# ---- design 1 ----
File: config.mk
export PLATFORM = sky130hd
export DESIGN_NAME = seven_seg_reader
export DESIGN_NICKNAME = d
export VERILOG_FILES = /design/src/rtl/seven_seg_reader.sv
export SDC_FILE = /design/constraint.sdc
export NUM_CORES = 1
export LEC_CHECK = 0
export CORE_MARGIN = 1
export CORE_UTILIZATION = 55
export CTS_BUF_LIST = sky130_fd_sc_hd__clkbuf_16
export CTS_CLUSTER_SIZE = 8
export DETAILED_ROUTE_END_ITERATION = 8
export PLACE_DENSITY = 0.87
export SLEW_MARGIN = 20
export SYNTH_ARGS = -nofsm -noshare
export SYNTH_HDL_FRONTEND = slang
export SYNTH_SLANG_ARGS = --single-unit
File: constraint.sdc
create_clock -name clk -period 3.1 [get_ports clk]
set_input_delay 0.465 -clock clk [delete_from_list [all_inputs] [get_ports clk]]
set_output_delay 0.465 -clock clk [all_outputs]
set_load 0.02 [all_outputs]
File: src/rtl/seven_seg_reader.sv
// Samples a multiplexed seven-segment display bus and reassembles the scanned digits into a
// decoded frame, publishing it atomically once every digit has been captured in order.
module seven_seg_reader #(
   parameter int unsigned DIGITS        = 4,
   parameter int unsigned STABLE_CYCLES = 4
) (
   input  logic                  clk,
   input  logic                  rst,
   input  logic [6:0]            seg_in,
   input  logic [DIGITS-1:0]     dig_en,
   output logic [4*DIGITS-1:0]   value,
   output logic                  valid,
   output logic [DIGITS-1:0]     digit_err,
   output logic [DIGITS-1:0]     blank,
   output logic                  frame_err
);

   localparam int unsigned IdxW = (DIGITS > 1) ? $clog2(DIGITS) : 1;
   localparam int unsigned CntW = (STABLE_CYCLES > 1) ? $clog2(STABLE_CYCLES) : 1;
   localparam logic [IdxW-1:0]   LastIdx = IdxW'(DIGITS - 1);
   localparam logic [CntW-1:0]   CntMax  = CntW'(STABLE_CYCLES - 1);
   localparam logic [DIGITS-1:0] One     = DIGITS'(1);

   typedef enum logic [1:0] {StIdle, StSettle, StHold} state_e;

   state_e                state_q, state_d;
   logic [6:0]            seg_q, seg_p_q;
   logic [DIGITS-1:0]     den_q, den_p_q;
   logic [CntW-1:0]       cnt_q, cnt_d;
   logic [IdxW-1:0]       idx_q, idx_d, idx_nx;
   logic                  seen_q, seen_d;
   logic [4*DIGITS-1:0]   sh_val_q, sh_val_d, value_q, value_d;
   logic [DIGITS-1:0]     sh_err_q, sh_err_d, sh_blk_q, sh_blk_d;
   logic [DIGITS-1:0]     derr_q, derr_d, blk_q, blk_d;
   logic                  valid_q, ferr_q;
   logic [DIGITS-1:0]     exp_mask, nxt_mask;
   logic [3:0]            dec_nib;
   logic                  dec_err, dec_blank;
   logic                  capture, publish, abandon;

   always_comb begin
      dec_nib   = 4'h0;
      dec_err   = 1'b0;
      dec_blank = 1'b0;
      case (seg_q)
         7'h3F: dec_nib = 4'h0;
         7'h06: dec_nib = 4'h1;
         7'h5B: dec_nib = 4'h2;
         7'h4F: dec_nib = 4'h3;
         7'h66: dec_nib = 4'h4;
         7'h6D: dec_nib = 4'h5;
         7'h7D: dec_nib = 4'h6;
         7'h07: dec_nib = 4'h7;
         7'h7F: dec_nib = 4'h8;
         7'h67: dec_nib = 4'h9;
         7'h77: dec_nib = 4'hA;
         7'h7C: dec_nib = 4'hB;
         7'h39: dec_nib = 4'hC;
         7'h5E: dec_nib = 4'hD;
         7'h79: dec_nib = 4'hE;
         7'h71: dec_nib = 4'hF;
         7'h00: dec_blank = 1'b1;
         default: dec_err = 1'b1;
      endcase
   end

   // cnt_d is the run length of the sample just registered, so capture lines up with its edge
   always_comb begin
      cnt_d = cnt_q;
      if ((seg_q != seg_p_q) || (den_q != den_p_q)) begin
         cnt_d = '0;
      end else if (cnt_q != CntMax) begin
         cnt_d = cnt_q + CntW'(1);
      end
   end

   assign idx_nx   = idx_q + IdxW'(1);
   assign exp_mask = One << idx_q;
   assign nxt_mask = One << idx_nx;

   always_comb begin
      state_d = state_q;
      idx_d   = idx_q;
      seen_d  = seen_q;
      capture = 1'b0;
      publish = 1'b0;
      abandon = 1'b0;
      unique case (state_q)
         StIdle: begin
            if (den_q == One) begin
               state_d = StSettle;
               idx_d   = '0;
               seen_d  = 1'b1;
            end
         end
         StSettle: begin
            // seen_q separates a blanking gap before the strobe from the strobe dropping early
            if (den_q == '0) begin
               abandon = seen_q;
            end else if (den_q != exp_mask) begin
               abandon = 1'b1;
            end else begin
               seen_d = 1'b1;
               if (cnt_d == CntMax) begin
                  capture = 1'b1;
                  if (idx_q == LastIdx) begin
                     publish = 1'b1;
                     state_d = StIdle;
                  end else begin
                     state_d = StHold;
                  end
               end
            end
         end
         StHold: begin
            if (den_q == exp_mask) begin
               state_d = StHold;
            end else if (den_q == '0) begin
               state_d = StSettle;
               idx_d   = idx_nx;
               seen_d  = 1'b0;
            end else if (den_q == nxt_mask) begin
               state_d = StSettle;
               idx_d   = idx_nx;
               seen_d  = 1'b1;
            end else begin
               abandon = 1'b1;
            end
         end
         default: state_d = StIdle;
      endcase
      if (abandon) begin
         state_d = StIdle;
         seen_d  = 1'b0;
      end
   end

   always_comb begin
      sh_val_d = sh_val_q;
      sh_err_d = sh_err_q;
      sh_blk_d = sh_blk_q;
      if (capture) begin
         sh_val_d[{idx_q, 2'b00} +: 4] = dec_nib;
         sh_err_d[idx_q]               = dec_err;
         sh_blk_d[idx_q]               = dec_blank;
      end
      value_d = value_q;
      derr_d  = derr_q;
      blk_d   = blk_q;
      if (publish) begin
         value_d = sh_val_d;
         derr_d  = sh_err_d;
         blk_d   = sh_blk_d;
      end
   end

   always_ff @(posedge clk or posedge rst) begin
      if (rst) begin
         state_q  <= StIdle;
         seg_q    <= '0;
         seg_p_q  <= '0;
         den_q    <= '0;
         den_p_q  <= '0;
         cnt_q    <= '0;
         idx_q    <= '0;
         seen_q   <= 1'b0;
         sh_val_q <= '0;
         sh_err_q <= '0;
         sh_blk_q <= '0;
         value_q  <= '0;
         derr_q   <= '0;
         blk_q    <= '0;
         valid_q  <= 1'b0;
         ferr_q   <= 1'b0;
      end else begin
         state_q  <= state_d;
         seg_q    <= seg_in;
         seg_p_q  <= seg_q;
         den_q    <= dig_en;
         den_p_q  <= den_q;
         cnt_q    <= cnt_d;
         idx_q    <= idx_d;
         seen_q   <= seen_d;
         sh_val_q <= sh_val_d;
         sh_err_q <= sh_err_d;
         sh_blk_q <= sh_blk_d;
         value_q  <= value_d;
         derr_q   <= derr_d;
         blk_q    <= blk_d;
         valid_q  <= publish;
         ferr_q   <= abandon;
      end
   end

   assign value     = value_q;
   assign valid     = valid_q;
   assign digit_err = derr_q;
   assign blank     = blk_q;
   assign frame_err = ferr_q;

endmodule
# ---- design 2 ----
**config.mk**
```make
export PLATFORM = sky130hd
export DESIGN_NAME = seg_hazard_stall_ctrl
export DESIGN_NICKNAME = d
export VERILOG_FILES = /design/src/rtl/mips_pipe_pkg.sv /design/src/rtl/haz_reg_match.sv /design/src/rtl/seg_hazard_stall_ctrl.sv
export SDC_FILE = /design/constraint.sdc
export NUM_CORES = 1
export LEC_CHECK = 0
export CORE_AREA = 2 2 39 41
export DETAILED_ROUTE_END_ITERATION = 6
export DIE_AREA = 0 0 41 43
export DONT_BUFFER_PORTS = 1
export SYNTH_ARGS = -nofsm -noshare
export SYNTH_HDL_FRONTEND = slang
export SYNTH_SLANG_ARGS = --single-unit
```
**constraint.sdc**
```tcl
create_clock -name i_clk -period 1.6 [get_ports i_clk]
set_input_delay 0.16 -clock i_clk [delete_from_list [all_inputs] [get_ports i_clk]]
set_output_delay 0.16 -clock i_clk [all_outputs]
set_load 0.005 [all_outputs]
```
**src/rtl/mips_pipe_pkg.sv**
```systemverilog
// mips_pipe_pkg: shared pipeline constants (hazard FSM states, r0, branch/jump opcodes)
package mips_pipe_pkg;
   localparam logic ST_RUN   = 1'b0;
   localparam logic ST_STALL = 1'b1;
   localparam int   REG_ZERO = 0;
   localparam logic [5:0] OP_BEQ  = 6'h04;
   localparam logic [5:0] OP_BNE  = 6'h05;
   localparam logic [5:0] OP_J    = 6'h02;
   localparam logic [5:0] OP_JAL  = 6'h03;
   localparam logic [5:0] FN_JR   = 6'h08;
   localparam logic [5:0] FN_JALR = 6'h09;
endpackage

```
**src/rtl/haz_reg_match.sv**
```systemverilog
// haz_reg_match: compares the rs/rt sources against one destination register, r0 never matches
module haz_reg_match
   import mips_pipe_pkg::*;
#(
   parameter int NB_ADDR = 5
) (
   input  logic [NB_ADDR-1:0] rs,
   input  logic [NB_ADDR-1:0] rt,
   input  logic               uses_rs,
   input  logic               uses_rt,
   input  logic [NB_ADDR-1:0] rd,
   output logic               hit
);
   // a hit needs a real destination and a source that is actually read
   always_comb hit = (rd != NB_ADDR'(REG_ZERO)) && ((uses_rs && rs == rd) || (uses_rt && rt == rd));
endmodule

```
**src/rtl/seg_hazard_stall_ctrl.sv**
```systemverilog
// seg_hazard_stall_ctrl: ID-stage hazard detection, multi-cycle stall sequencing and IF flush; optional HAZ_STATS_EN adds stall/flush counters
module seg_hazard_stall_ctrl
   import mips_pipe_pkg::*;
#(
   parameter int NB_ADDR      = 5,
   parameter int LOAD_LAT     = 1,
   parameter int BRANCH_IN_ID = 1,
   parameter int NB_CNT       = 3
`ifdef HAZ_STATS_EN
   , parameter int NB_STAT    = 16
`endif
) (
   input  logic               i_clk,
   input  logic               i_rst,
   input  logic               i_valid_id,
   input  logic [NB_ADDR-1:0] i_rs_id,
   input  logic [NB_ADDR-1:0] i_rt_id,
   input  logic               i_uses_rs,
   input  logic               i_uses_rt,
   input  logic               i_is_branch,
   input  logic               i_is_jump,
   input  logic               i_branch_taken,
   input  logic               i_MemRead_ex,
   input  logic               i_RegWrite_ex,
   input  logic [NB_ADDR-1:0] i_rd_ex,
   input  logic               i_MemRead_mem,
   input  logic [NB_ADDR-1:0] i_rd_mem,
`ifdef HAZ_STATS_EN
   output logic [NB_STAT-1:0] o_stall_cycles,
   output logic [NB_STAT-1:0] o_flush_count,
`endif
   output logic               o_stall_flag,
   output logic               o_bubble,
   output logic               o_flush_if
);
   localparam logic [NB_CNT:0] N_ONE  = (NB_CNT+1)'(1);
   localparam logic [NB_CNT:0] N_TWO  = (NB_CNT+1)'(2);
   localparam logic [NB_CNT:0] LAT_LU = (NB_CNT+1)'(LOAD_LAT);
   localparam logic [NB_CNT:0] LAT_BR = (NB_CNT+1)'(LOAD_LAT + 1);

   logic              hit_ex, hit_mem;
   logic              br_chk, haz_lu, haz_br_alu, haz_br_ld, haz_br_mem, haz, long_haz;
   logic [NB_CNT:0]   need;
   logic              state, state_nxt;
   logic [NB_CNT-1:0] cnt, cnt_nxt;

   haz_reg_match #(.NB_ADDR(NB_ADDR)) u_match_ex (
      .rs(i_rs_id), .rt(i_rt_id), .uses_rs(i_uses_rs), .uses_rt(i_uses_rt), .rd(i_rd_ex), .hit(hit_ex)
   );

   haz_reg_match #(.NB_ADDR(NB_ADDR)) u_match_mem (
      .rs(i_rs_id), .rt(i_rt_id), .uses_rs(i_uses_rs), .uses_rt(i_uses_rt), .rd(i_rd_mem), .hit(hit_mem)
   );

   // classify the hazards of the ID instruction and pick the longest stall that applies
   always_comb begin
      br_chk     = (BRANCH_IN_ID != 0) && i_valid_id && i_is_branch;
      haz_lu     = i_valid_id && i_MemRead_ex && hit_ex;
      haz_br_alu = br_chk && i_RegWrite_ex && !i_MemRead_ex && hit_ex;
      haz_br_ld  = br_chk && i_MemRead_ex && hit_ex;
      haz_br_mem = br_chk && i_MemRead_mem && hit_mem;
      haz        = haz_lu || haz_br_alu || haz_br_ld || haz_br_mem;
      need       = haz_br_ld ? LAT_BR : haz_lu ? LAT_LU : N_ONE;
      long_haz   = haz && (need != N_ONE);
   end

   // state and remaining-stall counter; reset aborts any stall in progress
   always_ff @(posedge i_clk)
      if (!i_rst) begin
         state <= ST_RUN;
         cnt   <= '0;
      end else begin
         state <= state_nxt;
         cnt   <= cnt_nxt;
      end

   // detection cycle is the first stall cycle, so STALL covers the remaining need-1 cycles
   always_comb begin
      if (state == ST_STALL) begin
         state_nxt = (cnt == '0) ? ST_RUN : ST_STALL;
         cnt_nxt   = (cnt == '0) ? cnt : cnt - NB_CNT'(1);
      end else begin
         state_nxt = long_haz ? ST_STALL : ST_RUN;
         cnt_nxt   = long_haz ? NB_CNT'(need - N_TWO) : cnt;
      end
   end

   // stall wins over flush; a held jump/branch flushes on the first free cycle
   always_comb begin
      o_stall_flag = i_rst && (state == ST_STALL || haz);
      o_bubble     = o_stall_flag;
      o_flush_if   = i_rst && (i_is_jump || i_branch_taken) && !o_stall_flag;
   end

`ifdef HAZ_STATS_EN
   // saturating counts of stall and flush cycles
   always_ff @(posedge i_clk)
      if (!i_rst) begin
         o_stall_cycles <= '0;
         o_flush_count  <= '0;
      end else begin
         if (o_stall_flag && !(&o_stall_cycles)) o_stall_cycles <= o_stall_cycles + NB_STAT'(1);
         if (o_flush_if && !(&o_flush_count)) o_flush_count <= o_flush_count + NB_STAT'(1);
      end
`endif
endmodule

```
# ---- design 3 ----
### src/rtl/alu_pkg.sv
`default_nettype none
// +----------------------------------------------------------------------+
// | alu_pkg : shared ALU opcodes, command encoding, states, flag indices |
// | Revision: 1.0                                                        |
// +----------------------------------------------------------------------+
package alu_pkg;

    localparam int ALU_N = 5;

    localparam logic [3:0] OPC_NOP = 4'b0000;
    localparam logic [3:0] OPC_ADD = 4'b0100;
    localparam logic [3:0] OPC_AND = 4'b1010;
    localparam logic [3:0] OPC_XOR = 4'b0001;
    localparam logic [3:0] OPC_SHL = 4'b1000;
    localparam logic [3:0] OPC_SHR = 4'b1001;

    // Bit positions inside the 4-bit {N,Z,C,O} flag vector
    localparam int FLAG_N = 3;
    localparam int FLAG_Z = 2;
    localparam int FLAG_C = 1;
    localparam int FLAG_O = 0;

    typedef enum logic [2:0] {
        CMD_ADD = 3'b000,
        CMD_AND = 3'b001,
        CMD_XOR = 3'b010,
        CMD_SHL = 3'b011,
        CMD_SHR = 3'b100,
        CMD_MUL = 3'b101
    } cmd_op_e;

    typedef enum logic [2:0] {
        ST_IDLE    = 3'd0,
        ST_EXEC    = 3'd1,
        ST_SHIFT   = 3'd2,
        ST_MUL_SHL = 3'd3,
        ST_MUL_ADD = 3'd4,
        ST_RESP    = 3'd5
    } state_e;

endpackage
`default_nettype wire

### src/rtl/alu_op_sequencer_iter.sv
`default_nettype none
// +----------------------------------------------------------------------+
// | seq_iter_counter : loadable down-counter, last asserted at zero      |
// | Revision: 1.0                                                        |
// +----------------------------------------------------------------------+
module seq_iter_counter #(
    parameter int W = 3
) (
    input  logic         clk,
    input  logic         rst,
    input  logic         load,
    input  logic [W-1:0] load_val,
    input  logic         dec,
    output logic [W-1:0] count,
    output logic         last
);

    logic [W-1:0] r_count;

    always_ff @(posedge clk) begin
        if (rst) begin
            r_count <= '0;
        end else if (load) begin
            r_count <= load_val;
        end else if (dec && (r_count != '0)) begin
            r_count <= r_count - W'(1);
        end
    end

    assign count = r_count;
    assign last  = (r_count == '0);

endmodule
`default_nettype wire

### src/rtl/alu_op_sequencer.sv
`default_nettype none
// +----------------------------------------------------------------------+
// | alu_op_sequencer : sequences multi-cycle ops onto a 1-step ALU       |
// | Revision: 1.0                                                        |
// +----------------------------------------------------------------------+
module alu_op_sequencer
    import alu_pkg::*;
#(
    parameter int         N       = ALU_N,
    parameter logic [3:0] ALU_ADD = OPC_ADD,
    parameter logic [3:0] ALU_AND = OPC_AND,
    parameter logic [3:0] ALU_XOR = OPC_XOR,
    parameter logic [3:0] ALU_SHL = OPC_SHL,
    parameter logic [3:0] ALU_SHR = OPC_SHR
) (
    input  logic         clk,
    input  logic         rst,
    input  logic         cmd_valid,
    output logic         cmd_ready,
    input  logic [2:0]   cmd_op,
    input  logic [N-1:0] cmd_a,
    input  logic [N-1:0] cmd_b,
    output logic [N-1:0] alu_a,
    output logic [N-1:0] alu_b,
    output logic [3:0]   alu_s,
    input  logic [N-1:0] alu_out,
    input  logic [3:0]   alu_flags,
    output logic         rsp_valid,
    input  logic         rsp_ready,
    output logic [N-1:0] rsp_data,
    output logic [3:0]   rsp_flags,
    output logic         rsp_err,
    output logic         busy
);

    localparam int           CW    = (N > 2) ? $clog2(N) : 1;
    localparam logic [N-1:0] C_NV  = N[N-1:0];

    state_e          r_state;
    state_e          w_next;
    logic [N-1:0]    r_acc;
    logic [N-1:0]    r_opb;
    logic [N-1:0]    r_b;
    logic [2:0]      r_op;
    logic            r_sc;
    logic            r_so;
    logic [N-1:0]    r_rsp_data;
    logic [3:0]      r_rsp_flags;
    logic            r_rsp_err;

    logic [3:0]      w_alu_s;
    logic            w_ctr_load;
    logic [CW-1:0]   w_ctr_val;
    logic            w_ctr_dec;
    logic [CW-1:0]   w_cnt;
    logic            w_last;
    logic [CW-1:0]   w_shift_load;
    logic            w_alu_c;

    // Shift counts saturate at N; the counter holds (iterations - 1)
    assign w_shift_load = (cmd_b >= C_NV) ? CW'(N - 1) : CW'(cmd_b - 1'b1);
    assign w_alu_c      = alu_flags[FLAG_C];

    seq_iter_counter #(
        .W (CW)
    ) u_iter (
        .clk      (clk),
        .rst      (rst),
        .load     (w_ctr_load),
        .load_val (w_ctr_val),
        .dec      (w_ctr_dec),
        .count    (w_cnt),
        .last     (w_last)
    );

    always_ff @(posedge clk) begin
        if (rst) begin
            r_state <= ST_IDLE;
        end else begin
            r_state <= w_next;
        end
    end

    always_comb begin
        w_next     = r_state;
        w_alu_s    = OPC_NOP;
        w_ctr_load = 1'b0;
        w_ctr_val  = '0;
        w_ctr_dec  = 1'b0;
        case (r_state)
            ST_IDLE: begin
                if (cmd_valid) begin
                    case (cmd_op)
                        CMD_ADD, CMD_AND, CMD_XOR: w_next = ST_EXEC;
                        CMD_SHL, CMD_SHR: begin
                            if (cmd_b == '0) begin
                                w_next = ST_RESP;
                            end else begin
                                w_next     = ST_SHIFT;
                                w_ctr_load = 1'b1;
                                w_ctr_val  = w_shift_load;
                            end
                        end
                        CMD_MUL: begin
                            w_next     = ST_MUL_SHL;
                            w_ctr_load = 1'b1;
                            w_ctr_val  = CW'(N - 1);
                        end
                        default: w_next = ST_RESP;
                    endcase
                end
            end
            ST_EXEC: begin
                case (r_op)
                    CMD_AND: w_alu_s = ALU_AND;
                    CMD_XOR: w_alu_s = ALU_XOR;
                    default: w_alu_s = ALU_ADD;
                endcase
                w_next = ST_RESP;
            end
            ST_SHIFT: begin
                w_alu_s = (r_op == CMD_SHL) ? ALU_SHL : ALU_SHR;
                if (w_last) begin
                    w_next = ST_RESP;
                end else begin
                    w_ctr_dec = 1'b1;
                end
            end
            ST_MUL_SHL: begin
                w_alu_s = ALU_SHL;
                if (r_b[w_cnt]) begin
                    w_next = ST_MUL_ADD;
                end else if (w_last) begin
                    w_next = ST_RESP;
                end else begin
                    w_ctr_dec = 1'b1;
                end
            end
            ST_MUL_ADD: begin
                w_alu_s = ALU_ADD;
                if (w_last) begin
                    w_next = ST_RESP;
                end else begin
                    w_ctr_dec = 1'b1;
                    w_next    = ST_MUL_SHL;
                end
            end
            ST_RESP: begin
                if (rsp_ready) begin
                    w_next = ST_IDLE;
                end
            end
            default: w_next = ST_IDLE;
        endcase
    end

    // r_acc/r_opb feed the ALU directly, so they only move when a new ALU
    // step needs them and otherwise hold the last driven operands.
    always_ff @(posedge clk) begin
        if (rst) begin
            r_acc       <= '0;
            r_opb       <= '0;
            r_b         <= '0;
            r_op        <= '0;
            r_sc        <= 1'b0;
            r_so        <= 1'b0;
            r_rsp_data  <= '0;
            r_rsp_flags <= '0;
            r_rsp_err   <= 1'b0;
        end else begin
            case (r_state)
                ST_IDLE: begin
                    if (cmd_valid) begin
                        r_op      <= cmd_op;
                        r_b       <= cmd_b;
                        r_rsp_err <= 1'b0;
                        case (cmd_op)
                            CMD_ADD, CMD_AND, CMD_XOR: begin
                                r_acc <= cmd_a;
                                r_opb <= cmd_b;
                            end
                            CMD_SHL, CMD_SHR: begin
                                if (cmd_b == '0) begin
                                    r_rsp_data  <= cmd_a;
                                    r_rsp_flags <= {cmd_a[N-1], (cmd_a == '0), 1'b0, 1'b0};
                                end else begin
                                    r_acc <= cmd_a;
                                    r_opb <= '0;
                                end
                            end
                            CMD_MUL: begin
                                r_acc <= '0;
                                r_opb <= cmd_a;
                                r_sc  <= 1'b0;
                                r_so  <= 1'b0;
                            end
                            default: begin
                                r_rsp_data  <= '0;
                                r_rsp_flags <= '0;
                                r_rsp_err   <= 1'b1;
                            end
                        endcase
                    end
                end
                ST_EXEC: begin
                    r_rsp_data  <= alu_out;
                    r_rsp_flags <= alu_flags;
                end
                ST_SHIFT: begin
                    r_acc <= alu_out;
                    if (w_last) begin
                        r_rsp_data  <= alu_out;
                        r_rsp_flags <= alu_flags;
                    end
                end
                ST_MUL_SHL: begin
                    r_acc <= alu_out;
                    r_so  <= r_so | r_acc[N-1];
                    if (!r_b[w_cnt] && w_last) begin
                        r_rsp_data  <= alu_out;
                        r_rsp_flags <= {alu_out[N-1], (alu_out == '0), r_sc, r_so | r_acc[N-1]};
                    end
                end
                ST_MUL_ADD: begin
                    r_acc <= alu_out;
                    r_sc  <= r_sc | w_alu_c;
                    r_so  <= r_so | w_alu_c;
                    if (w_last) begin
                        r_rsp_data  <= alu_out;
                        r_rsp_flags <= {alu_out[N-1], (alu_out == '0), r_sc | w_alu_c, r_so | w_alu_c};
                    end
                end
                default: ;
            endcase
        end
    end

    assign cmd_ready = (r_state == ST_IDLE);
    assign busy      = (r_state != ST_IDLE);
    assign rsp_valid = (r_state == ST_RESP);
    assign rsp_data  = r_rsp_data;
    assign rsp_flags = r_rsp_flags;
    assign rsp_err   = r_rsp_err;
    assign alu_a     = r_acc;
    assign alu_b     = r_opb;
    assign alu_s     = w_alu_s;

endmodule
`default_nettype wire
### config.mk
export PLATFORM = sky130hd
export DESIGN_NAME = alu_op_sequencer
export DESIGN_NICKNAME = d
export VERILOG_FILES = /design/src/rtl/alu_pkg.sv /design/src/rtl/alu_op_sequencer_iter.sv /design/src/rtl/alu_op_sequencer.sv
export SDC_FILE = /design/constraint.sdc
export NUM_CORES = 1
export LEC_CHECK = 0
export ABC_AREA = 1
export ABC_CLOCK_PERIOD_IN_PS = 2400
export CORE_MARGIN = 2
export CORE_UTILIZATION = 50
export DETAILED_ROUTE_END_ITERATION = 12
export PLACE_DENSITY = 0.81
export SYNTH_ARGS = -nofsm -noshare
export SYNTH_HDL_FRONTEND = slang
export SYNTH_SLANG_ARGS = --single-unit
### constraint.sdc
create_clock -name clk -period 2.4 [get_ports clk]
set_clock_uncertainty 0.15 [all_clocks]
set_input_delay 0.48 -clock clk [delete_from_list [all_inputs] [get_ports clk]]
set_output_delay 0.48 -clock clk [all_outputs]
set_load 0.05 [all_outputs]
# ---- design 4 ----
==> src/rtl/bus_turn_arbiter.sv <==
// Round-robin owner arbiter for a shared tri-state line: grants one requester at a time,
// caps each tenure at MAX_HOLD cycles and inserts a one-cycle turnaround between owners.
module bus_turn_arbiter #(
  parameter int MAX_HOLD = 8
) (
  input  logic       clk,
  input  logic       reset,
  input  logic [3:0] req,
  output logic [3:0] enable,
  output logic [1:0] owner,
  output logic       busy
);

  typedef enum logic [1:0] {IDLE, OWN, TURN} state_t;

  localparam logic [7:0] HOLD_LAST = 8'(MAX_HOLD - 1);

  state_t     state;
  logic [7:0] hold_cnt;
  logic [1:0] last;
  logic [1:0] winner;
  logic [1:0] idx;
  logic       any_req;

  // Search last+4 down to last+1 so the nearest requester after last wins,
  // with last itself considered only when nobody else is asking.
  always_comb begin
    winner  = last;
    idx     = last;
    any_req = |req;
    for (int i = 4; i >= 1; i--) begin
      idx = last + 2'(i);
      if (req[idx]) winner = idx;
    end
  end

  always_ff @(posedge clk or posedge reset) begin
    if (reset) begin
      state    <= IDLE;
      enable   <= 4'b0000;
      owner    <= 2'b00;
      busy     <= 1'b0;
      hold_cnt <= 8'd0;
      last     <= 2'b11;
    end else begin
      case (state)
        IDLE, TURN: begin
          if (any_req) begin
            state    <= OWN;
            enable   <= 4'b0001 << winner;
            owner    <= winner;
            busy     <= 1'b1;
            last     <= winner;
            hold_cnt <= 8'd0;
          end else begin
            state  <= IDLE;
            enable <= 4'b0000;
            busy   <= 1'b0;
          end
        end
        OWN: begin
          // Either release path goes through TURN so two drivers never overlap.
          if (!req[owner] || hold_cnt == HOLD_LAST) begin
            state  <= TURN;
            enable <= 4'b0000;
            busy   <= 1'b0;
          end else begin
            hold_cnt <= hold_cnt + 8'd1;
          end
        end
        default: begin
          state  <= IDLE;
          enable <= 4'b0000;
          busy   <= 1'b0;
        end
      endcase
    end
  end

endmodule

==> config.mk <==
export PLATFORM = sky130hd
export DESIGN_NAME = bus_turn_arbiter
export DESIGN_NICKNAME = d
export VERILOG_FILES = /design/src/rtl/bus_turn_arbiter.sv
export SDC_FILE = /design/constraint.sdc
export NUM_CORES = 1
export LEC_CHECK = 0
export ABC_AREA = 1
export CAP_MARGIN = 0
export CELL_PAD_IN_SITES_DETAIL_PLACEMENT = 1
export CELL_PAD_IN_SITES_GLOBAL_PLACEMENT = 1
export CORE_MARGIN = 8
export CORE_UTILIZATION = 35
export DETAILED_ROUTE_END_ITERATION = 10
export GPL_TIMING_DRIVEN = 0
export PLACE_DENSITY_LB_ADDON = 0.1
export SYNTH_ARGS = -nofsm -noshare
export SYNTH_HDL_FRONTEND = slang
export SYNTH_SLANG_ARGS = --single-unit
==> constraint.sdc <==
create_clock -name clk -period 1.5 [get_ports clk]
set_input_delay 0.45 -clock clk [delete_from_list [all_inputs] [get_ports clk]]
set_output_delay 0.45 -clock clk [all_outputs]
set_load 0.005 [all_outputs]

==> screenshots <==
Clock wires, drivers and flops.
(a)
The bar under the picture is 10 µm long.
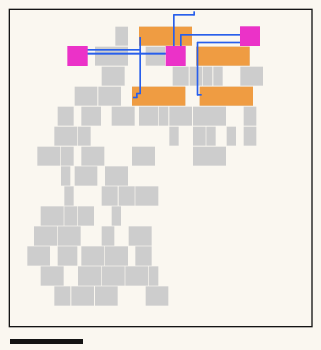
(b)
The bar under the picture is 20 µm long.
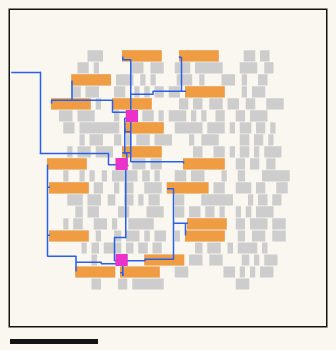
(c)
The bar under the picture is 20 µm long.
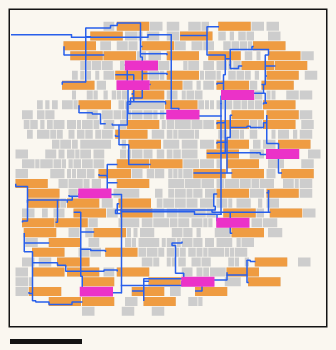
(d)
The bar under the picture is 20 µm long.
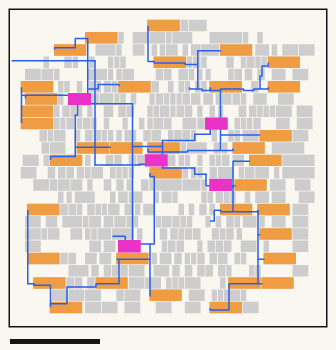
(a) is design 2.
(d) is design 3.
(c) is design 1.
(b) is design 4.
- largest die: (c)
- most sequential cells: (c)

Key to (b):
[magenta] cells driving clock nets | count: 3
[orange] flip-flops | count: 18
[blue] clock wires | length: 253 µm
routed clock nets: 4

**Design 1: drive-strength map**

The bar under the picture is 20 µm long.
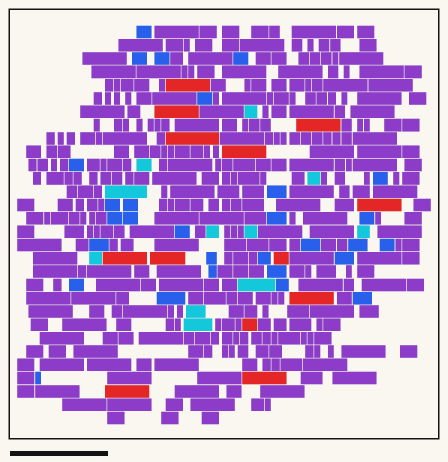
| colour | size | cells | share | most used |
|---|---|---|---|---|
| red | drive 6 and up | 13 | 3.1% | clkbuf_16 |
| purple | drive 1 or less | 366 | 87% | dfrtp_1 |
| blue | drive 2 | 29 | 6.9% | a21oi_2 |
| cyan | drive 3 to 4 | 11 | 2.6% | buf_4 |

**Design 1: the clock network**

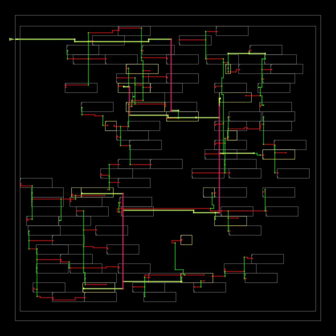
Num CTS Buffers: 9
clk_buf instances: 9
flop count: 77
clk_skew: 0.00650 ns

==> notes.md, design 1 <==
flow finished, numbers: flip-flops with a built-in enable 0, cells along the critical path inv_1, ha_1, xor2_1, nor4_4, and4bb_1, and3_2, mux2_1, a31o_1, distinct lib cells 61, Logic family by area simple AND/OR/NAND/NOR gates, CP Launch Type register, routability cong. roughly 0.90, Max Cap Viol 0, met3 Use GR 0.0531, Port-buffer cells 38, critical path depth 8, P&R area growth vs syn 17.5%, first-pass GRT wire length 14400 µm, pwr dens 594 nW/µm², Initial Util 0.581, number of diodes 0, core region area ~6900 µm², reg2reg end digit_err[0]$_DFFE_PP0P_, R2R Setup Slk 0.21 ns, Worst Setup SP idx_q[0]$_DFFE_PP0P_, Total GRT Usage 0.251, Late-Pin Clk Latency approximately 0.34 ns, Min Hold Slack 0.445 ns, Max Used Layer met4, outcome finished clean, Hold Violations, Final 0, 1st-pass router iterations 5, ys cells 381, post-placement cell count 499
-- design 1: kinds of logic after synthesis --
group,after synthesis
AND/OR/NAND/NOR,135
adder cells (fa/ha/maj),13
multiplexers,16
buffers and inverters,39
XOR/XNOR,21
AND-OR/OR-AND,80
flip-flops,77
-- design 1: layout make-up --
cell class / instances / share of cell area
Timing Repair Buffer: 43 / 0.0912
Inverter: 18 / 0.0146
Sequential cell: 77 / 0.408
Clock inverter: 7 / 0.0159
Tap cell: 96 / 0.0255
Clock buffer: 9 / 0.0477
Multi-Input combinational cell: 265 / 0.397
-- design 1: report_power, final --
group          internal (µW)  leakage, µW  switching [µW]
Clock                    627     0.000144             426
Sequential              1050      0.00102            65.9
Combinational            248     0.000828             387
Total                   1930      0.00199             879
-- design 1: worst register-to-register path, delay by kind of cell (launching register included) --
kind | cells | cell delay, ns
AND-OR/OR-AND | 1 | 0.18
AND/OR/NAND/NOR | 3 | 1.05
flip-flops | 1 | 0.50
XOR/XNOR | 1 | 0.20
multiplexers | 1 | 0.35
adder cells (fa/ha/maj) | 1 | 0.33
buffers and inverters | 1 | 0.18
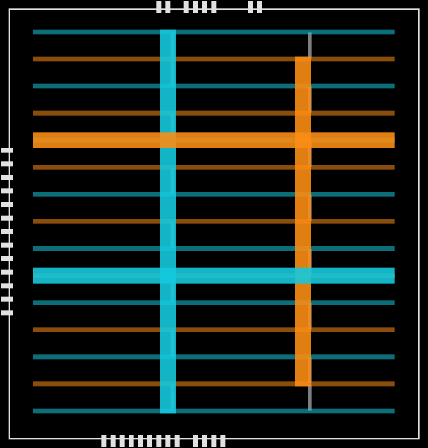
**Above:** design 2 (PDN straps and rails).
Pins as bars on the die edge. Tap cells in grey.
| colour | net |
|---|---|
| orange | VDD |
| cyan | VSS |
met1 rails: 15
rows: 14
met4 straps: 2
Worst VDD drop: 417 µV
core region area: 1380 µm²
die width: 41 µm
die extent in y: 43 µm

==> notes.md, design 2 <==
flow finished, numbers: outcome finished clean, Synth Cell Area 518 µm², Late-Pin Clk Latency approximately 0.23 ns, Num CTS Buffers 3, total vias in the final route 472, Resize count post-CTS 0, setup_tns 0 ns, n_taps 16, Slew headroom 0.778, Setup Crit Path Kind in2out, I/O Pins 34, CP peak stage delay approximately 0.53 ns, Detail Route Antenna Nets 0, Clock Sinks 4, share of power burned in the clock network 0.437, top cells, area xnor2_1 20%, dfxtp_1 15%, xor2_1 14%, ys cells 65, clk_skew 0.00135 ns, CTS tree done, CTS clk-pin slew, worst paths 0.04 ns, Top-area cell share 0.203, vias in the first global route 500, top cells by count, synth 12 x xnor2_1, 8 x xor2_1, 6 x nand2_1, Power, Total 286 µW, most numerous logic cell after layout xnor2_1, CP delay by family, top AND-OR/OR-AND gates, Inverters 3, worst path buffer plus inverter count 0, P&R area growth vs syn 6.76%, FF-to-FF path depth 6, die area 1760 µm², post-synth net total 98, Hold WC Path Type in2reg, drt drc 0, Hold Violations, Final 0, Comb area 419 µm², P_int 223 µW, sw power 63.5 µW, #MultiIn Comb 57, Avg Cell Area, Syn 7.97 µm², ys async rst share 0, sequential power share 0.351, fin area 553 µm², flip-flops with a built-in enable 0, most used flip-flop cell dfxtp_1, placed cell area 531 µm², row count 14, Port-buffer cells 0, combinational share of power 0.212, Finish-stage setup viols 0, H-tree Lvls 1, Final nets between 100 and 150, CP Launch Type primary input
-- design 2: cell families after synthesis --
group                    count (synthesis)  synth area share
flip-flops                               4             0.155
buffers and inverters                    4            0.0362
adder cells (fa/ha/maj)                  2            0.0483
AND-OR/OR-AND                           13             0.172
XOR/XNOR                                20             0.338
AND/OR/NAND/NOR                         22             0.251
-- design 2: layer usage --
metal	track usage	share of wire	wire length, µm	vias to the layer above
met4	0.0133	0	0	0
met1	0.180	0.41	466	217
li1	-	-	-	240
met2	0.244	0.52	594	15
met3	0.0681	0.077	88	0
met5	0	0	0	-
-- design 2: worst min-delay path by stage --
stage | endpoint | start | cells past startpoint | slack [ns]
floorplan | cnt[0]$_SDFFE_PN0P_ | i_rst | 1 | 0.28
global placement | cnt[0]$_SDFFE_PN0P_ | i_rst | 1 | 0.28
detailed placement | cnt[0]$_SDFFE_PN0P_ | i_rst | 1 | 0.28
CTS | cnt[0]$_SDFFE_PN0P_ | i_rst | 1 | 0.04
global route | cnt[0]$_SDFFE_PN0P_ | i_rst | 1 | 0.04
finish | cnt[0]$_SDFFE_PN0P_ | i_rst | 1 | 0.04
-- design 2: state kept, by name, summed over array words and instances (netlist names) --
name	cells
cnt	3
state	1
**Design 3: sequential cells grouped by signal name**

The bar under the picture is 20 µm long.
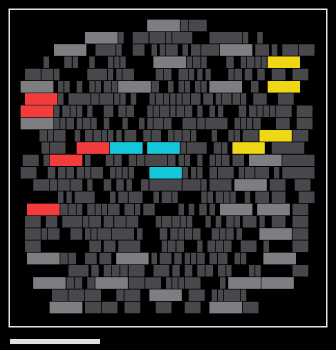
| colour | name in the netlist | flops |
|---|---|---|
| cyan | `r_op` | 3 |
| red | `r_b` | 5 |
| yellow | `rsp_flags` | 4 |
not coloured: 24

==> notes.md, design 3 <==
flow finished, numbers: Worst EP arrival ~1.6 ns, pre-CTS setup slack -0.00126 ns, post-synth net total 361, reg2reg end rsp_data[0]$_SDFFE_PP0P_, worst path buffer plus inverter count 3, Logic family by area simple AND/OR/NAND/NOR gates, cells along the critical path inv_2, nor2_2, nand2_2, inv_2, a21oi_1, a21oi_1, buf_12, core region area 4260 µm², H-tree Lvls 2, CTS root buf clkbuf_8, Req. time, crit path 1.77 ns, worst setup margin about 0.17 ns, P_comb roughly 2400 µW, drt drc 0, pwr dens roughly 1300 nW/µm², final max-slew violation count 0, Congestion Overflow GR 0, placed cell area 2860 µm², number of diodes 0, Reg area 721 µm², I/O Pins 53, Power, Total 3800 µW, Final Cycle Share 0.929, crit path max fanout 4, switch share 0.505, most used flip-flop cell dfxtp_1, share of power burned in the clock network 0.119, Synth Cell Area 2180 µm², Detail Route Antenna Nets 0, die area between 4000 and 5000 µm², Hold Violations, Final 0, die extent in y around 70 µm, CP delay by family, top flip-flops, GRT Max-Usage Layer met2, Finish-stage setup viols 0, Num CTS Buffers 5, CP peak stage delay 0.44 ns, outcome finished clean, Seq/total area 0.244, Simple Share, Synth 0.324, clock tree buffer depth 2, combinational share of power 0.634, #MultiIn Comb 244, row count 24, Filler Cell Count 383, Max Cap Viol 0, Lkg Pwr approximately 0.0014 µW, initial antenna violation count 0, Late-Pin Clk Latency 0.29 ns, Finished Layout Cells 449, GRT met2 Usage 0.416, flip-flops with a built-in enable 0, Setup Crit Path Kind reg2out, Crit-path slowest cell dfxtp_1, Tool Warnings 29, Min Hold Slack around 0.31 ns, Seq cells post-synth 36, n_taps approximately 52, P&R area growth vs syn 35.4%, metal3 WL 280 µm, post-placement cell count 441, ys async rst share 0, CP Launch Type register
[design 3: synth_stat cells, types with 2 or more instances]
cell type	n	area [µm²]
a21oi_2	9	78.8
nor2_1	42	158
nor2_2	6	37.5
ha_1	5	62.6
inv_2	6	22.5
o31ai_1	2	15.0
inv_1	37	139
nand2_2	5	31.3
nand4_1	4	25.0
nand3_1	23	115
a21oi_1	22	110
o21ai_2	2	17.5
nor2_4	2	22.5
a22oi_1	5	37.5
clkbuf_1	4	15.0
dfxtp_1	36	721
o21ai_0	38	190
xnor2_1	2	17.5
nor3_1	5	25.0
nand2_1	67	251
[design 3: flip-flops by register name, summed over array words and instances (netlist names)]
signal,flops
r_sc,1
r_op,3
rsp_data,5
rsp_err,1
alu_a,5
r_state,3
rsp_flags,4
alu_b,5
r_so,1
u_iter.count,3
r_b,5
[design 3: layout by cell type (no fill, tap or decap), drive strengths merged]
master,instances
a211oi,1
a21oi,31
buf,20
inv,43
ha,5
o31ai,2
a22oi,5
dlymetal6s2s,1
nor3,5
clkbuf,8
nand2,73
a31oi,1
nand4,4
nand3,24
nor2,51
clkdlybuf4s50,45
xnor2,2
o21ai,40
dfxtp,36
**Design 4: sequential cells grouped by signal name**

The bar under the picture is 20 µm long.
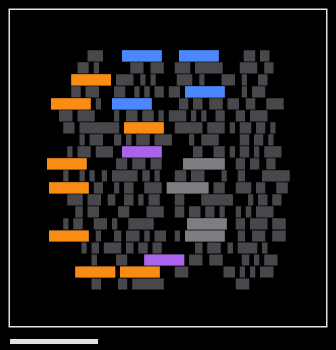
| colour | name in the netlist | flops |
|---|---|---|
| orange | `hold_cnt` | 8 |
| blue | `enable` | 4 |
| purple | `state` | 2 |
P_seq: 806 µW
Reg area: 453 µm²
final core utilization: 0.568
Seq/total area: 0.266

**Design 4: drive-strength map**

The bar under the picture is 20 µm long.
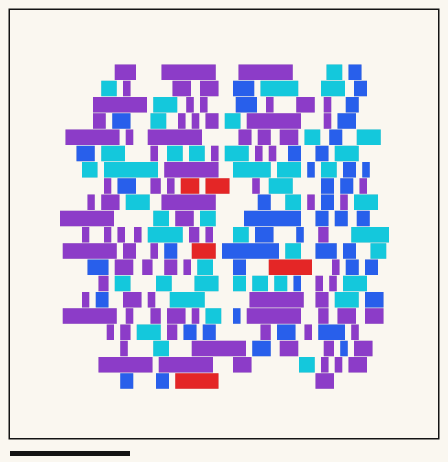
| colour | size | cells | share | most used |
|---|---|---|---|---|
| blue | drive 2 | 45 | 24% | nand2_2 |
| cyan | drive 3 to 4 | 44 | 24% | buf_4 |
| purple | drive 1 or less | 91 | 49% | nand2_1 |
| red | drive 6 and up | 5 | 2.7% | buf_6 |
fin area: 1710 µm²
worst setup margin: -0.0797 ns
P&R area growth vs syn: 57.6%
Non-CTS buffers: 34

==> notes.md, design 4 <==
flow finished, numbers: sw power 1910 µW, hold path startpoint enable[3]$_DFFE_PP0P_, failing checks negative setup slack, GRT Max-Usage Layer met2, die width just over 70 µm, clk_buf instances 3, outcome finished with violations, Synth Cell Area approximately 1100 µm², Clock Sinks 18, P_comb around 2800 µW, Hold WC Path Type reg2reg, vias in the first global route 1168, die extent in y 71.6 µm, Finish-stage setup viols 8, #MultiIn Comb 113, Clock Power 241 µW, flop count 18, Comb area 823 µm², CTS tree done, row count 20, CTS clk-pin slew, worst paths 0.10 ns, I/O Pins 13, RSZ-0062 raised after global routing yes, post-synthesis cell type with the largest combined area dfrtp_1, Max Used Layer met4, number of diodes 0, die area 5130 µm², worst setup margin -0.0797 ns, GRT met2 Usage 0.245, Worst Setup SP last[0]$_DFFE_PP1P_, Top reg by flops hold_cnt, Final nets around 190
[design 4: final timing paths]
path	endpoint	slack, ns	cells past startpoint
worst max-delay path	enable[2]$_DFFE_PP0P_	-0.08	11
worst min-delay path	enable[3]$_DFFE_PP0P_	0.48	2
worst max register to register	enable[2]$_DFFE_PP0P_	-0.08	11
worst min register to register	enable[3]$_DFFE_PP0P_	0.48	2
max in group asynchronous	hold_cnt[2]$_DFFE_PP0P_	0.50	2
min in group asynchronous	hold_cnt[0]$_DFFE_PP0P_	0.55	2
[design 4: synth_stat cells]
library cell	n
buf_4	1
ha_1	1
nor2_2	1
nor2_1	14
nand2_4	1
nand2_8	1
nand4_1	5
xor2_1	4
o22ai_2	1
o21ai_1	6
nand2_1	52
o21ai_0	4
dfrtp_1	16
a21oi_2	4
nand3_1	12
buf_2	1
and3_1	1
dfstp_2	2
inv_2	7
or2_0	1
nor3_1	2
inv_1	10
xnor2_1	1
[design 4: critical path, cell delays in order (launching register included)]
cell     delay, ns
dfstp_2       0.60
buf_12        0.14
buf_4         0.11
o21ai_2       0.07
nand2_2       0.08
nand2_1       0.07
inv_2         0.10
nand2_4       0.06
nand2_4       0.09
nand2_4       0.06
nand3_2       0.07
nand2_1       0.06

# ---- design 5 ----
**Design 5: sequential cells grouped by signal name**

The bar under the picture is 50 µm long.
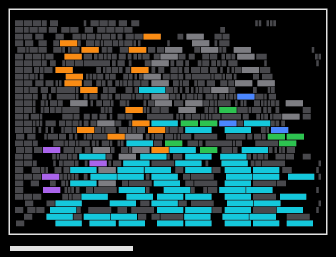
**Design 5: layout detail**

Region (82, 8) to (112, 38) µm. Cells in grey, sequential cells in the stronger grey; small squares are vias.
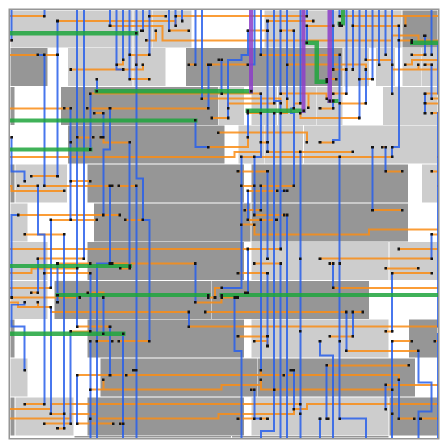
$ cat config.mk
export PLATFORM = sky130hd
export DESIGN_NAME = mmio_uart_tx_flat
export DESIGN_NICKNAME = d
export VERILOG_FILES = /design/src/rtl/mmio_uart_tx_pkg.sv /design/src/rtl/mmio_uart_tx_if.sv /design/src/rtl/mmio_uart_tx_fifo.sv /design/src/rtl/mmio_uart_tx.sv /design/src/flat_wrapper.sv
export SDC_FILE = /design/constraint.sdc
export NUM_CORES = 1
export LEC_CHECK = 0
export ABC_CLOCK_PERIOD_IN_PS = 5350
export CORE_ASPECT_RATIO = 0.7
export CORE_MARGIN = 1.5
export CORE_UTILIZATION = 57
export CTS_BUF_LIST = sky130_fd_sc_hd__clkbuf_2
export DETAILED_ROUTE_END_ITERATION = 16
export PLACE_DENSITY = 0.88
export SETUP_SLACK_MARGIN = 0.4
export SYNTH_ARGS = -nofsm -noshare
export SYNTH_HDL_FRONTEND = slang
export SYNTH_HIERARCHICAL = 1
export SYNTH_SLANG_ARGS = --single-unit
export TNS_END_PERCENT = 100
$ cat constraint.sdc
create_clock -name clk -period 5.35 [get_ports clk]
set_input_delay 1.07 -clock clk [delete_from_list [all_inputs] [get_ports clk]]
set_output_delay 1.07 -clock clk [all_outputs]
set_load 0.005 [all_outputs]
$ cat src/rtl/mmio_uart_tx_pkg.sv
// Shared constants for the memory-mapped UART transmitter: register offsets,
// STATUS bit positions and the TX state encoding.
package UartTxConsts;

  localparam logic [3:0] TXDATA = 4'h0;
  localparam logic [3:0] STATUS = 4'h4;
  localparam logic [3:0] DIV    = 4'h8;

  localparam int ST_FULL  = 0;
  localparam int ST_EMPTY = 1;
  localparam int ST_BUSY  = 2;
  localparam int ST_OVF   = 3;
  localparam int ST_COUNT = 8;

  typedef enum logic [1:0] {IDLE, START, DATA, STOP} tx_state_e;

endpackage

$ cat src/rtl/mmio_uart_tx_if.sv
// Core data-bus interfaces: the load/store unit is Master, peripherals are Slave.
interface WriteIF;
  logic        valid;
  logic [31:0] addr;
  logic [3:0]  strb;
  logic [31:0] data;

  modport Master (output valid, addr, strb, data);
  modport Slave  (input  valid, addr, strb, data);
endinterface

interface ReadIF;
  logic        valid;
  logic [31:0] addr;
  logic [31:0] data;

  modport Master (output valid, addr, input  data);
  modport Slave  (input  valid, addr, output data);
endinterface

$ cat src/rtl/mmio_uart_tx_fifo.sv
// Synchronous byte FIFO with wrap-bit pointers; a pop frees a slot for a
// same-cycle push when full, and a pop while empty is ignored.
module byte_fifo #(
  parameter  int DEPTH = 8,
  localparam int AW    = $clog2(DEPTH)
) (
  input  logic        clk,
  input  logic        rst,
  input  logic        push,
  input  logic        pop,
  input  logic [7:0]  wdata,
  output logic [7:0]  rdata,
  output logic        full,
  output logic        empty,
  output logic [AW:0] count
);

  logic [7:0]  mem [DEPTH];
  logic [AW:0] wr_ptr, rd_ptr;
  logic        do_push, do_pop;

  assign count   = wr_ptr - rd_ptr;
  assign empty   = (wr_ptr == rd_ptr);
  assign full    = (wr_ptr[AW] != rd_ptr[AW]) && (wr_ptr[AW-1:0] == rd_ptr[AW-1:0]);
  assign do_pop  = pop && !empty;
  assign do_push = push && (!full || do_pop);
  assign rdata   = mem[rd_ptr[AW-1:0]];

  // NOTE: non-blocking assignments so every flop samples pre-edge values.
  always_ff @(posedge clk) begin
    if (rst) begin
      wr_ptr <= '0;
      rd_ptr <= '0;
    end else begin
      if (do_push) wr_ptr <= wr_ptr + 1'b1;
      if (do_pop)  rd_ptr <= rd_ptr + 1'b1;
    end
  end

  // NOTE: storage has no reset; the pointers alone define which entries are valid.
  always_ff @(posedge clk) begin
    if (do_push) mem[wr_ptr[AW-1:0]] <= wdata;
  end

endmodule

$ cat src/rtl/mmio_uart_tx.sv
// Memory-mapped 8N1 UART transmitter: bus decode, DIV/overflow registers,
// TX FIFO and the baud-timed frame state machine.
module mmio_uart_tx
  import UartTxConsts::*;
#(
  parameter logic [31:0] BASE_ADDR  = 32'h8000_0000,
  parameter int          FIFO_DEPTH = 8,
  parameter logic [15:0] DIV_RESET  = 16'd868
) (
  input  logic  clk,
  input  logic  rst,
  WriteIF.Slave w_bus,
  ReadIF.Slave  r_bus,
  output logic  txd,
  output logic  tx_empty
);

  localparam int CW = $clog2(FIFO_DEPTH) + 1;

  logic          w_hit, r_hit, push, pop, ovf_clear;
  logic [1:0]    w_reg;
  logic          fifo_full, fifo_empty;
  logic [7:0]    fifo_rdata;
  logic [CW-1:0] fifo_count;
  logic [15:0]   div, bit_len;
  logic          overflow, bit_done;

  tx_state_e     state, state_next;
  logic [15:0]   baud_cnt, baud_cnt_next;
  logic [2:0]    bit_idx, bit_idx_next;
  logic [7:0]    shreg, shreg_next;
  logic          txd_next, tx_empty_next;
  logic          unused_bits;

  assign w_hit     = w_bus.valid && (w_bus.addr[31:4] == BASE_ADDR[31:4]) && (w_bus.strb != 4'b0);
  assign w_reg     = w_bus.addr[3:2];
  assign push      = w_hit && (w_reg == TXDATA[3:2]) && w_bus.strb[0];
  assign ovf_clear = w_hit && (w_reg == STATUS[3:2]) && w_bus.strb[0] && w_bus.data[ST_OVF];
  assign unused_bits = ^{w_bus.addr[1:0], w_bus.strb[3:2], w_bus.data[31:16], r_bus.addr[1:0]};

  byte_fifo #(.DEPTH(FIFO_DEPTH)) u_fifo (
    .clk   (clk),
    .rst   (rst),
    .push  (push),
    .pop   (pop),
    .wdata (w_bus.data[7:0]),
    .rdata (fifo_rdata),
    .full  (fifo_full),
    .empty (fifo_empty),
    .count (fifo_count)
  );

  always_ff @(posedge clk) begin
    if (rst) begin
      div      <= DIV_RESET;
      overflow <= 1'b0;
    end else begin
      if (w_hit && (w_reg == DIV[3:2])) begin
        if (w_bus.strb[0]) div[7:0]  <= w_bus.data[7:0];
        if (w_bus.strb[1]) div[15:8] <= w_bus.data[15:8];
      end
      // A push into a full FIFO is dropped unless the FSM pops in the same cycle.
      if (push && fifo_full && !pop) overflow <= 1'b1;
      else if (ovf_clear)            overflow <= 1'b0;
    end
  end

  // DIV is sampled only when a bit starts, so a mid-frame write never stretches the current bit.
  assign bit_len  = (div == 16'd0) ? 16'd1 : div;
  assign bit_done = (baud_cnt == 16'd0);

  // NOTE: every always_comb output gets a default first so no path can infer a latch.
  always_comb begin
    state_next    = state;
    baud_cnt_next = baud_cnt;
    bit_idx_next  = bit_idx;
    shreg_next    = shreg;
    txd_next      = txd;
    pop           = 1'b0;
    if (state != IDLE && !bit_done) baud_cnt_next = baud_cnt - 16'd1;

    case (state)
      IDLE, STOP: begin
        if (state == IDLE || bit_done) begin
          if (!fifo_empty) begin
            state_next    = START;
            pop           = 1'b1;
            shreg_next    = fifo_rdata;
            txd_next      = 1'b0;
            baud_cnt_next = bit_len - 16'd1;
          end else begin
            state_next = IDLE;
          end
        end
      end
      START: begin
        if (bit_done) begin
          state_next    = DATA;
          bit_idx_next  = 3'd0;
          txd_next      = shreg[0];
          baud_cnt_next = bit_len - 16'd1;
        end
      end
      DATA: begin
        if (bit_done) begin
          baud_cnt_next = bit_len - 16'd1;
          if (bit_idx == 3'd7) begin
            state_next = STOP;
            txd_next   = 1'b1;
          end else begin
            bit_idx_next = bit_idx + 3'd1;
            txd_next     = shreg[bit_idx + 3'd1];
          end
        end
      end
      default: state_next = IDLE;
    endcase

    // Staying IDLE implies the FIFO is empty now, so only an incoming push keeps it non-empty.
    tx_empty_next = (state_next == IDLE) && !push;
  end

  always_ff @(posedge clk) begin
    if (rst) begin
      state    <= IDLE;
      baud_cnt <= '0;
      bit_idx  <= '0;
      shreg    <= '0;
      txd      <= 1'b1;
      tx_empty <= 1'b1;
    end else begin
      state    <= state_next;
      baud_cnt <= baud_cnt_next;
      bit_idx  <= bit_idx_next;
      shreg    <= shreg_next;
      txd      <= txd_next;
      tx_empty <= tx_empty_next;
    end
  end

  assign r_hit = r_bus.valid && (r_bus.addr[31:4] == BASE_ADDR[31:4]);

  always_comb begin
    r_bus.data = '0;
    if (r_hit) begin
      case (r_bus.addr[3:2])
        STATUS[3:2]: begin
          r_bus.data[ST_FULL]       = fifo_full;
          r_bus.data[ST_EMPTY]      = fifo_empty;
          r_bus.data[ST_BUSY]       = (state != IDLE);
          r_bus.data[ST_OVF]        = overflow;
          r_bus.data[ST_COUNT +: 8] = 8'(fifo_count);
        end
        DIV[3:2]: r_bus.data[15:0] = div;
        default:  r_bus.data = '0;
      endcase
    end
  end

endmodule
$ cat src/flat_wrapper.sv
// flat-port wrapper written by rule: the top's interface ports become plain ports
module mmio_uart_tx_flat import UartTxConsts::*;
#(
  parameter logic [31:0] BASE_ADDR  = 32'h8000_0000,
  parameter int          FIFO_DEPTH = 8,
  parameter logic [15:0] DIV_RESET  = 16'd868
)
  (clk, rst, txd, tx_empty, w_bus_valid, w_bus_addr, w_bus_strb, w_bus_data, r_bus_valid, r_bus_addr, r_bus_data);
  WriteIF w_bus_i ();
  ReadIF r_bus_i ();
  input  logic clk;
  input  logic rst;
  output logic txd;
  output logic tx_empty;
  input wire logic [$bits(w_bus_i.valid)-1:0] w_bus_valid;
  input wire logic [$bits(w_bus_i.addr)-1:0] w_bus_addr;
  input wire logic [$bits(w_bus_i.strb)-1:0] w_bus_strb;
  input wire logic [$bits(w_bus_i.data)-1:0] w_bus_data;
  input wire logic [$bits(r_bus_i.valid)-1:0] r_bus_valid;
  input wire logic [$bits(r_bus_i.addr)-1:0] r_bus_addr;
  output wire logic [$bits(r_bus_i.data)-1:0] r_bus_data;
  assign w_bus_i.valid = w_bus_valid;
  assign w_bus_i.addr = w_bus_addr;
  assign w_bus_i.strb = w_bus_strb;
  assign w_bus_i.data = w_bus_data;
  assign r_bus_i.valid = r_bus_valid;
  assign r_bus_i.addr = r_bus_addr;
  assign r_bus_data = r_bus_i.data;
  mmio_uart_tx #(.BASE_ADDR(BASE_ADDR), .FIFO_DEPTH(FIFO_DEPTH), .DIV_RESET(DIV_RESET)) u_core (.clk(clk), .rst(rst), .w_bus(w_bus_i), .r_bus(r_bus_i), .txd(txd), .tx_empty(tx_empty));
endmodule
==> notes.md <==
flow finished, numbers: Finish-stage setup viols 0, Non-CTS buffers 108, Hold Path Cell Cnt 2, Congestion Overflow GR 0, WHS Endpoint u_core/txd$_SDFFE_PP1P_, P_comb 94.7 µW, die width 129 µm, Min Hold Slack 0.500 ns, top power group registers, combinational share of power 0.056, Reg area 3100 µm², CTS tree done, pre-CTS setup slack 1.07 ns, clk_skew roughly 0.036 ns, Initial Util 0.599, Clock Power slightly above 600 µW, CTS clk-pin slew, worst paths 0.17 ns, worst path buffer plus inverter count 3, outcome finished clean, pwr dens 222 nW/µm², ys async rst share 0, GRT met2 Usage 0.459, P_int roughly 1300 µW, Syn. warnings 6, Cells after Synth roughly 560, final core utilization 0.723, switch share 0.225, f_max approximately 230 MHz, final max-slew violation count 0, flop count 123, Logic family by area simple AND/OR/NAND/NOR gates, routability cong. 0.992, ys cells 557
Notes on 'sequential cells grouped by signal name' of design 5 above:
| colour | name in the netlist | flops |
|---|---|---|
| orange | `u_core/div` | 16 |
| cyan | `u_core/u_fifo/mem` | 64 |
| blue | `u_core/bit_idx` | 3 |
| purple | `u_core/u_fifo/wr_ptr` | 4 |
| green | `u_core/shreg` | 8 |

Notes on 'layout detail' of design 5 above:
| colour | layer |
|---|---|
| purple | met4 |
| blue | met2 |
| orange | met1 |
| green | met3 |
netlist names of flops here include: `u_core/u_fifo/mem` (14)
cells with their middle in the window: 39
sequential cells in the window: 14
most frequent: edfxtp_1 (14), mux4_1 (5), mux2_2 (4)

cell usage in the layout, fill, tap and decap left out, drive strengths merged, types with 4 or more instances in the layout:
cell | Yosys | final
clkdlybuf4s50 | 0 | 100
nor2 | 65 | 65
edfxtp | 64 | 64
dfxtp | 59 | 59
nand2 | 27 | 27
nor4 | 27 | 27
mux2i | 26 | 26
nor3 | 24 | 24
inv | 21 | 21
clkbuf | 16 | 20
xnor2 | 19 | 19
mux4 | 18 | 18
conb | 1 | 16
a21oi | 15 | 15
a211oi | 15 | 15
ha | 14 | 14
o21ai | 13 | 13
a22oi | 11 | 11
nand3 | 9 | 9
and3 | 9 | 9
mux2 | 9 | 9
xor2 | 9 | 9
buf | 24 | 8
or4 | 7 | 7
clkinv | 0 | 7
or3 | 5 | 5
nor2b | 4 | 4
nand4 | 4 | 4
nor4b | 4 | 4
nand2b | 4 | 4
o31ai | 4 | 4
sequential cells by signal (all words and copies together) (netlist names), named ones only:
register	count
u_core/u_fifo/mem	64
u_core/u_fifo/wr_ptr	4
u_core/shreg	8
u_core/div	16
u_core/tx_empty	1
u_core/overflow	1
u_core/state	2
u_core/baud_cnt	16
u_core/bit_idx	3
u_core/txd	1
u_core/u_fifo/rd_ptr	4


==> notes/layouts.md <==
Pictures saved along the way, in no particular order.

Drive-strength map.
image #1
The bar under the picture is 10 µm long.
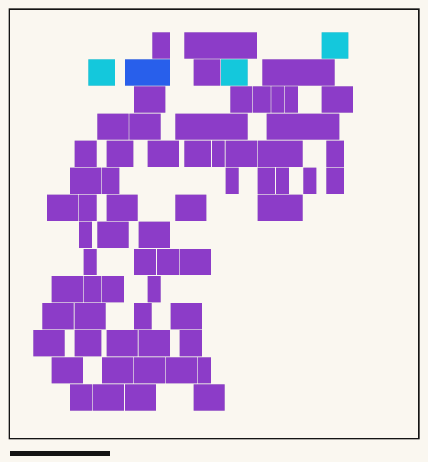
image #2
The bar under the picture is 20 µm long.
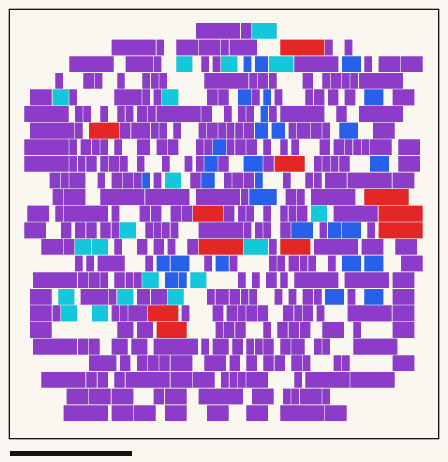
image #3
The bar under the picture is 50 µm long.
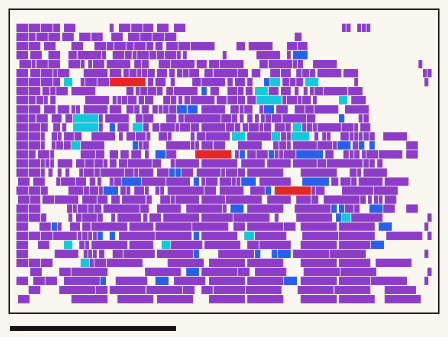
Of these, most cells: image #3
Of these, largest die: image #3
design 2: image #1
design 3: image #2
design 5: image #3

Power figures rest on the tool's default switching activity, not on a simulated workload.
